######## button_debounce_fsm ########
### Wires at chosen ports, followed through buffers, button_debounce_fsm

The bar under the picture is 20 um long.
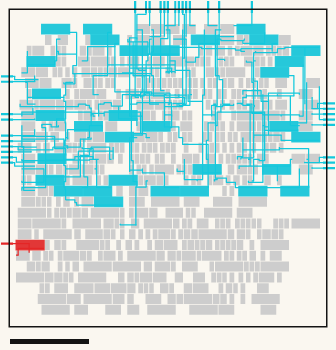

### src/rtl/button_debounce_fsm_pkg.sv
// +--------------------------------------------------------------------+
// | button_debounce_fsm_pkg : shared state encoding and defaults        |
// | Rev 1.0                                                             |
// +--------------------------------------------------------------------+
`default_nettype none

package button_debounce_fsm_pkg;

  typedef enum logic [1:0] {
    IDLE_LOW  = 2'd0,
    WAIT_HIGH = 2'd1,
    IDLE_HIGH = 2'd2,
    WAIT_LOW  = 2'd3
  } state_t;

  localparam int unsigned c_STABLE_CYCLES_DEFAULT = 500000;
  localparam int unsigned c_CNT_WIDTH_DEFAULT     = 20;

  // Levels at which the debounced output reads as pressed.
  function automatic logic f_level_high(input state_t i_state);
    return (i_state == IDLE_HIGH) || (i_state == WAIT_LOW);
  endfunction

endpackage

`default_nettype wire

### src/rtl/sync_2ff.sv
// +--------------------------------------------------------------------+
// | sync_2ff : 1-bit two-flop synchronizer, resets to 0                 |
// | Rev 1.0                                                             |
// +--------------------------------------------------------------------+
`default_nettype none

module sync_2ff (
  input  logic clk,
  input  logic rst,
  input  logic i_d,
  output logic o_q
);

  logic r_meta;
  logic r_sync;

  always_ff @(posedge clk) begin
    if (rst) begin
      r_meta <= 1'b0;
      r_sync <= 1'b0;
    end else begin
      r_meta <= i_d;
      r_sync <= r_meta;
    end
  end

  assign o_q = r_sync;

endmodule

`default_nettype wire

### src/rtl/button_debounce_fsm.sv
// +--------------------------------------------------------------------+
// | button_debounce_fsm : synchronized pushbutton debouncer with        |
// | press/release strobes and a 32-bit press counter.  Rev 1.0          |
// +--------------------------------------------------------------------+
`default_nettype none

module button_debounce_fsm
  import button_debounce_fsm_pkg::*;
#(
  parameter int unsigned STABLE_CYCLES = c_STABLE_CYCLES_DEFAULT,
  parameter int unsigned CNT_WIDTH     = c_CNT_WIDTH_DEFAULT
) (
  input  logic        clock,
  input  logic        reset,
  input  logic        button_in,
  input  logic        clear_count,
  output logic        db_out,
  output logic        press_pulse,
  output logic        release_pulse,
  output logic [31:0] press_count
);

  localparam logic [CNT_WIDTH-1:0] c_CNT_LAST = CNT_WIDTH'(STABLE_CYCLES - 1);
  localparam logic [CNT_WIDTH-1:0] c_CNT_ONE  = CNT_WIDTH'(1);

  logic                 w_sync;
  state_t               r_state;
  state_t               w_state_nxt;
  logic [CNT_WIDTH-1:0] r_cnt;
  logic [CNT_WIDTH-1:0] w_cnt_nxt;
  logic                 w_commit_high;
  logic                 w_commit_low;
  logic                 r_db;
  logic                 r_press;
  logic                 r_release;
  logic [31:0]          r_press_count;

  sync_2ff u_sync (
    .clk (clock),
    .rst (reset),
    .i_d (button_in),
    .o_q (w_sync)
  );

  always_ff @(posedge clock) begin
    if (reset) begin
      r_state <= IDLE_LOW;
      r_cnt   <= '0;
    end else begin
      r_state <= w_state_nxt;
      r_cnt   <= w_cnt_nxt;
    end
  end

  // The counter only runs while a candidate level is being qualified and
  // stops at c_CNT_LAST, where the commit takes over.
  always_comb begin
    w_state_nxt   = r_state;
    w_cnt_nxt     = r_cnt;
    w_commit_high = 1'b0;
    w_commit_low  = 1'b0;
    case (r_state)
      IDLE_LOW: begin
        if (w_sync) begin
          w_state_nxt = WAIT_HIGH;
          w_cnt_nxt   = '0;
        end
      end
      WAIT_HIGH: begin
        if (!w_sync) begin
          w_state_nxt = IDLE_LOW;
          w_cnt_nxt   = '0;
        end else if (r_cnt == c_CNT_LAST) begin
          w_state_nxt   = IDLE_HIGH;
          w_cnt_nxt     = '0;
          w_commit_high = 1'b1;
        end else begin
          w_cnt_nxt = r_cnt + c_CNT_ONE;
        end
      end
      IDLE_HIGH: begin
        if (!w_sync) begin
          w_state_nxt = WAIT_LOW;
          w_cnt_nxt   = '0;
        end
      end
      WAIT_LOW: begin
        if (w_sync) begin
          w_state_nxt = IDLE_HIGH;
          w_cnt_nxt   = '0;
        end else if (r_cnt == c_CNT_LAST) begin
          w_state_nxt  = IDLE_LOW;
          w_cnt_nxt    = '0;
          w_commit_low = 1'b1;
        end else begin
          w_cnt_nxt = r_cnt + c_CNT_ONE;
        end
      end
      default: begin
        w_state_nxt = IDLE_LOW;
        w_cnt_nxt   = '0;
      end
    endcase
  end

  // Clear wins over a simultaneous press commit; the strobe still fires.
  always_ff @(posedge clock) begin
    if (reset) begin
      r_db          <= 1'b0;
      r_press       <= 1'b0;
      r_release     <= 1'b0;
      r_press_count <= '0;
    end else begin
      r_db      <= f_level_high(w_state_nxt);
      r_press   <= w_commit_high;
      r_release <= w_commit_low;
      if (clear_count) begin
        r_press_count <= '0;
      end else if (w_commit_high) begin
        r_press_count <= r_press_count + 32'd1;
      end
    end
  end

  assign db_out        = r_db;
  assign press_pulse   = r_press;
  assign release_pulse = r_release;
  assign press_count   = r_press_count;

endmodule

`default_nettype wire

### config.mk
export PLATFORM = sky130hd
export DESIGN_NAME = button_debounce_fsm
export DESIGN_NICKNAME = d
export VERILOG_FILES = /design/src/rtl/button_debounce_fsm_pkg.sv /design/src/rtl/sync_2ff.sv /design/src/rtl/button_debounce_fsm.sv
export SDC_FILE = /design/constraint.sdc
export NUM_CORES = 1
export LEC_CHECK = 0
export ABC_AREA = 1
export CAP_MARGIN = 20
export CORE_UTILIZATION = 60
export DETAILED_ROUTE_END_ITERATION = 8
export GPL_ROUTABILITY_DRIVEN = 0
export PLACE_DENSITY_LB_ADDON = 0.3
export SLEW_MARGIN = 15
export SYNTH_ARGS = -nofsm -noshare
export SYNTH_HDL_FRONTEND = slang
export SYNTH_HIERARCHICAL = 1
export SYNTH_SLANG_ARGS = --single-unit
### constraint.sdc
create_clock -name clock -period 2.6 [get_ports clock]
set_input_delay 0.52 -clock clock [delete_from_list [all_inputs] [get_ports clock]]
set_output_delay 0.52 -clock clock [all_outputs]
set_load 0.05 [all_outputs]
######## ebr_ckpt_ctrl ########
## src/rtl/ebr_ckpt_ctrl.sv

```systemverilog
// rtl/ebr_ckpt_ctrl.sv - early-branch-recovery checkpoint allocation and recovery controller
//
// Purpose: allocates checkpoint slots to renamed branches in age order. It also
// tracks their resolution, retires correctly predicted slots in order, and
// sequences mispredict recovery: the flush pulse, the recovery index, the kill
// mask, and the dispatch stall.
//
// Ports:
//   clk, rst            clock, synchronous active-high reset
//   alloc_valid/ready   rename handshake for a new checkpoint
//   alloc_idx, snap     granted slot and checkpoint-array snap strobe
//   resolve_valid/ready branch-unit resolve handshake
//   resolve_idx         slot of the resolving branch
//   resolve_mispredict  1 = mispredicted
//   up, up_idx          accepted correct resolve (combinational)
//   early_flush         registered one-cycle recovery pulse
//   recover_idx         slot to restore from
//   kill_mask           slots squashed, valid with early_flush
//   live_mask           currently allocated slots
//   ckpt_count          number of allocated slots
module ebr_ckpt_ctrl #(
  parameter int EBR_NUM     = 4,
  parameter int FLUSH_STALL = 2,
  parameter int IDX_W       = $clog2(EBR_NUM)
) (
  input  logic               clk,
  input  logic               rst,
  input  logic               alloc_valid,
  output logic               alloc_ready,
  output logic [IDX_W-1:0]   alloc_idx,
  output logic               snap,
  input  logic               resolve_valid,
  input  logic [IDX_W-1:0]   resolve_idx,
  input  logic               resolve_mispredict,
  output logic               resolve_ready,
  output logic               up,
  output logic [IDX_W-1:0]   up_idx,
  output logic               early_flush,
  output logic [IDX_W-1:0]   recover_idx,
  output logic [EBR_NUM-1:0] kill_mask,
  output logic [EBR_NUM-1:0] live_mask,
  output logic [IDX_W:0]     ckpt_count
);

  localparam int CNT_W = (FLUSH_STALL < 1) ? 1 : $clog2(FLUSH_STALL + 1);

  typedef enum logic [1:0] {IDLE, FLUSH, STALL} state_t;

  state_t             state, state_n;
  logic [CNT_W-1:0]   stall_cnt, stall_cnt_n;
  logic [IDX_W-1:0]   head, head_n, tail, tail_n;
  logic [IDX_W:0]     count, count_n;
  logic [EBR_NUM-1:0] valid, valid_n, resolved, resolved_n;

  logic               accept, mis_acc, cor_acc, retire;
  logic [IDX_W-1:0]   off, rel;
  logic [EBR_NUM-1:0] kill;

  assign resolve_ready = (state != FLUSH);
  assign accept  = resolve_valid && resolve_ready && valid[resolve_idx] && !resolved[resolve_idx];
  assign mis_acc = accept && resolve_mispredict;
  assign cor_acc = accept && !resolve_mispredict;

  assign alloc_ready = (state == IDLE) && (count < (IDX_W+1)'(EBR_NUM)) && !mis_acc;
  assign snap        = alloc_valid && alloc_ready;
  assign alloc_idx   = tail;
  assign up          = cor_acc;
  assign up_idx      = resolve_idx;
  assign live_mask   = valid;
  assign ckpt_count  = count;

  // Age offset of the mispredicted slot from the oldest live slot; every slot
  // at that offset or younger (and still inside the live window) is squashed.
  assign off = resolve_idx - head;

  always_comb begin
    kill = '0;
    rel  = '0;
    for (int i = 0; i < EBR_NUM; i++) begin
      rel     = IDX_W'(i) - head;
      kill[i] = ({1'b0, rel} >= {1'b0, off}) && ({1'b0, rel} < count);
    end
  end

  // The head may still retire alongside a mispredict as long as it survives.
  assign retire = valid[head] && resolved[head] && !(mis_acc && kill[head]);

  always_comb begin
    valid_n    = valid;
    resolved_n = resolved;
    head_n     = head;
    tail_n     = tail;
    count_n    = count;
    if (retire) begin
      valid_n[head] = 1'b0;
      head_n        = head + IDX_W'(1);
    end
    if (cor_acc) begin
      resolved_n[resolve_idx] = 1'b1;
    end
    if (mis_acc) begin
      valid_n    = valid_n & ~kill;
      resolved_n = resolved_n & ~kill;
      tail_n     = resolve_idx;
      // Survivors are the off older slots, less the head if it retires now.
      count_n    = {1'b0, off} - (retire ? (IDX_W+1)'(1) : '0);
    end else begin
      if (snap) begin
        valid_n[tail]    = 1'b1;
        resolved_n[tail] = 1'b0;
        tail_n           = tail + IDX_W'(1);
      end
      count_n = count + (snap ? (IDX_W+1)'(1) : '0) - (retire ? (IDX_W+1)'(1) : '0);
    end
  end

  always_comb begin
    state_n     = state;
    stall_cnt_n = stall_cnt;
    case (state)
      IDLE: begin
        if (mis_acc) state_n = FLUSH;
      end
      FLUSH: begin
        state_n     = STALL;
        stall_cnt_n = CNT_W'(FLUSH_STALL);
      end
      STALL: begin
        if (mis_acc) begin
          state_n = FLUSH;
        end else begin
          stall_cnt_n = stall_cnt - CNT_W'(1);
          if (stall_cnt <= CNT_W'(1)) state_n = IDLE;
        end
      end
      default: state_n = IDLE;
    endcase
  end

  always_ff @(posedge clk) begin
    if (rst) begin
      state       <= IDLE;
      stall_cnt   <= '0;
      head        <= '0;
      tail        <= '0;
      count       <= '0;
      valid       <= '0;
      resolved    <= '0;
      early_flush <= 1'b0;
      recover_idx <= '0;
      kill_mask   <= '0;
    end else begin
      state       <= state_n;
      stall_cnt   <= stall_cnt_n;
      head        <= head_n;
      tail        <= tail_n;
      count       <= count_n;
      valid       <= valid_n;
      resolved    <= resolved_n;
      early_flush <= mis_acc;
      kill_mask   <= mis_acc ? kill : '0;
      if (mis_acc) recover_idx <= resolve_idx;
    end
  end

endmodule

```

## config.mk

```make
export PLATFORM = sky130hd
export DESIGN_NAME = ebr_ckpt_ctrl
export DESIGN_NICKNAME = d
export VERILOG_FILES = /design/src/rtl/ebr_ckpt_ctrl.sv
export SDC_FILE = /design/constraint.sdc
export NUM_CORES = 1
export LEC_CHECK = 0
export CAP_MARGIN = 20
export CELL_PAD_IN_SITES_DETAIL_PLACEMENT = 1
export CELL_PAD_IN_SITES_GLOBAL_PLACEMENT = 1
export CORE_MARGIN = 4
export CORE_UTILIZATION = 40
export CTS_CLUSTER_DIAMETER = 200
export DETAILED_ROUTE_END_ITERATION = 16
export GPL_TIMING_DRIVEN = 0
export PLACE_DENSITY = 0.75
export SETUP_SLACK_MARGIN = 0.15
export SLEW_MARGIN = 40
export SYNTH_ARGS = -nofsm -noshare
export SYNTH_HDL_FRONTEND = slang
export SYNTH_SLANG_ARGS = --single-unit
```

## constraint.sdc

```tcl
create_clock -name clk -period 4 [get_ports clk]
set_input_delay 0.4 -clock clk [delete_from_list [all_inputs] [get_ports clk]]
set_output_delay 0.4 -clock clk [all_outputs]
set_load 0.1 [all_outputs]
```

### Cell density map, ebr_ckpt_ctrl

The bar under the picture is 20 um long. 7 x 7 tiles, from white (low) to dark blue (high), 0 to 100% covered.
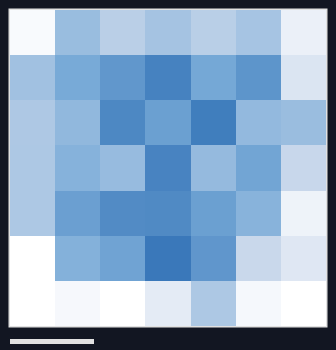
densest ninth of the die: centre
mean over tiles: 37%
fullest tile: 71%
nearly empty tiles: 8.2%
area of the core: 4350 sq um
Starting Density: 41.1%
final core utilization: 49.1%

### PDN straps and rails, ebr_ckpt_ctrl

The bar under the picture is 20 um long. Pins as bars on the die edge. Tap cells in grey.
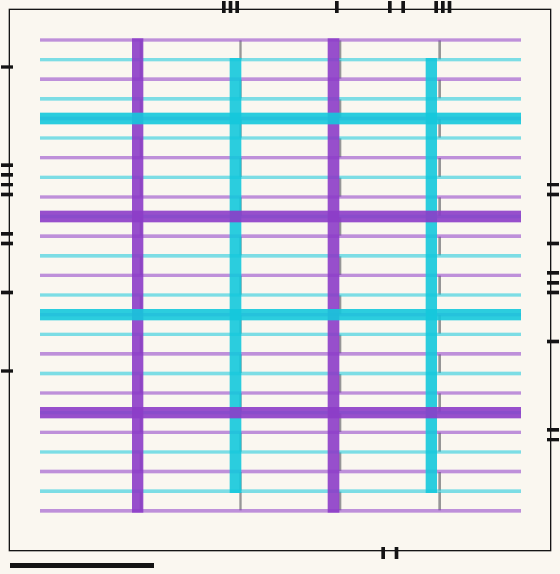
[VDD] cyan
[VSS] purple
tap cells: 52
signal pins: 29
met1 rails: 25
rows: 24
Max IR drop VDD: 0.000453 V
die width: 74.9 um
Die Y: 74.9 um

==> flow_summary.yaml, ebr_ckpt_ctrl <==
# implementation run metrics
outcome:
  status: "complete, no violations"
power_and_ir_drop:
  swShare_pct: 52.6
  pg_comb_mw: 0.593
  p_leak_nw: 0.918
yosys:
  syn_area_per_cell_sq_um: 8.99
  async_flop_share_pct: 0
  common_cells: "dfxtp_1 (26), ha_1 (21), a21oi_1 (16), inv_1 (16)"
  synth_top_cell_by_count: "dfxtp_1"
setup_path:
  max_stage_delay_ns: 0.40
  worstSetupEndpoint: "ckpt_count[2]"
  arrival_ns: 3.83
  critPathRequiredTime_ns: 4.19
finish:
  flops: 26
  antenna_cells: 0
  comb_area_share_pct: 53.4
  bufAreaShareNonClock_pct: 13.0
  final-seq-area_sq_um: 524
detailed_routing:
  detail-route-antenna-nets: 0
  drt_iter0_drc: 63
clock_network:
  clock-root-buffer: "clkbuf_8"
  ctsResizeCount: 6
  ctsHoldBuffers: 0
timing:
  finalSetupViolCount: 0
### Cell outlines without signal wires, button_debounce_fsm

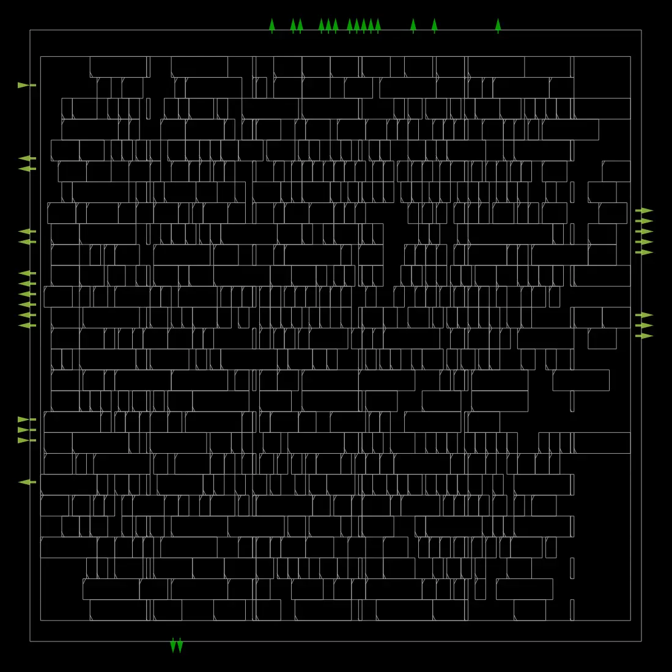
area of the core: 5640 sq um
# rows: 27
filler cell count in the final layout: 453

## Picture notes: 'Wires at chosen ports, followed through buffers' of button_debounce_fsm
[press_count] cyan | bits: 32 | direction: output | edge: 14 top, 10 left, 8 right | end cells: 32 | buffers: 32 | wire: 1770 um
[db_out] red | bits: 1 | direction: output | edge: left | end cells: 1 | buffers: 1 | wire: 15.2 um
Ports: 39
Port-buffer cells: 38

==> flow_summary.yaml, button_debounce_fsm <==
# implementation run metrics
setup_path:
  arrival_ns: 1.69
  r2r_setup_slack_ns: 0.57
outcome:
  status: "complete, no violations"
finish:
  seq_share_pct: 28.4
  bufAreaShareNonClock_pct: 9.49
  drive_above_1_share_pct: 13.8
  n_all_inverters: 41
timing:
  period_used_pct: 85.1
yosys:
  edf_count: 0
  xor_share_pct: 5.57
power_and_ir_drop:
  p_leak_nw: 1.39
  power.total_mw: 1.73
detailed_routing:
  wl_per_cell_um: 13.2
  route.met2.wl_um: 3910
run:
  warning_count: 26


==> gallery <==
Sequential cells coloured by netlist name.
The bar under the picture is 20 um long. Other sequential cells in the stronger grey, the rest of the logic in the fainter grey.
image #1
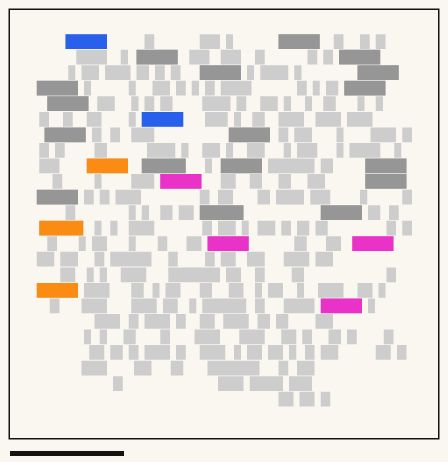
image #2
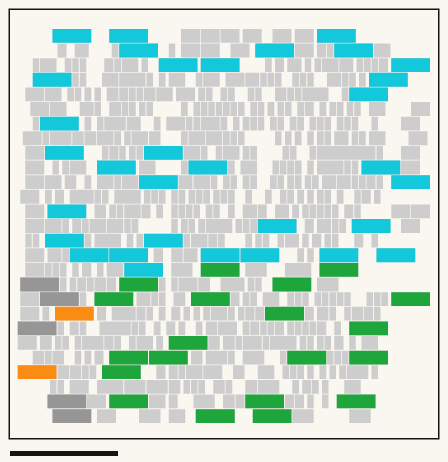
- most cells: image #2
- most sequential cells: image #2
image #1: ebr_ckpt_ctrl
image #2: button_debounce_fsm

Key to image #1:
[ckpt_count] orange | flops: 3
[live_mask] magenta | flops: 4
[stall_cnt] blue | flops: 2
not coloured: 17

No activity file was given, so power comes from the tool's default toggle rates.
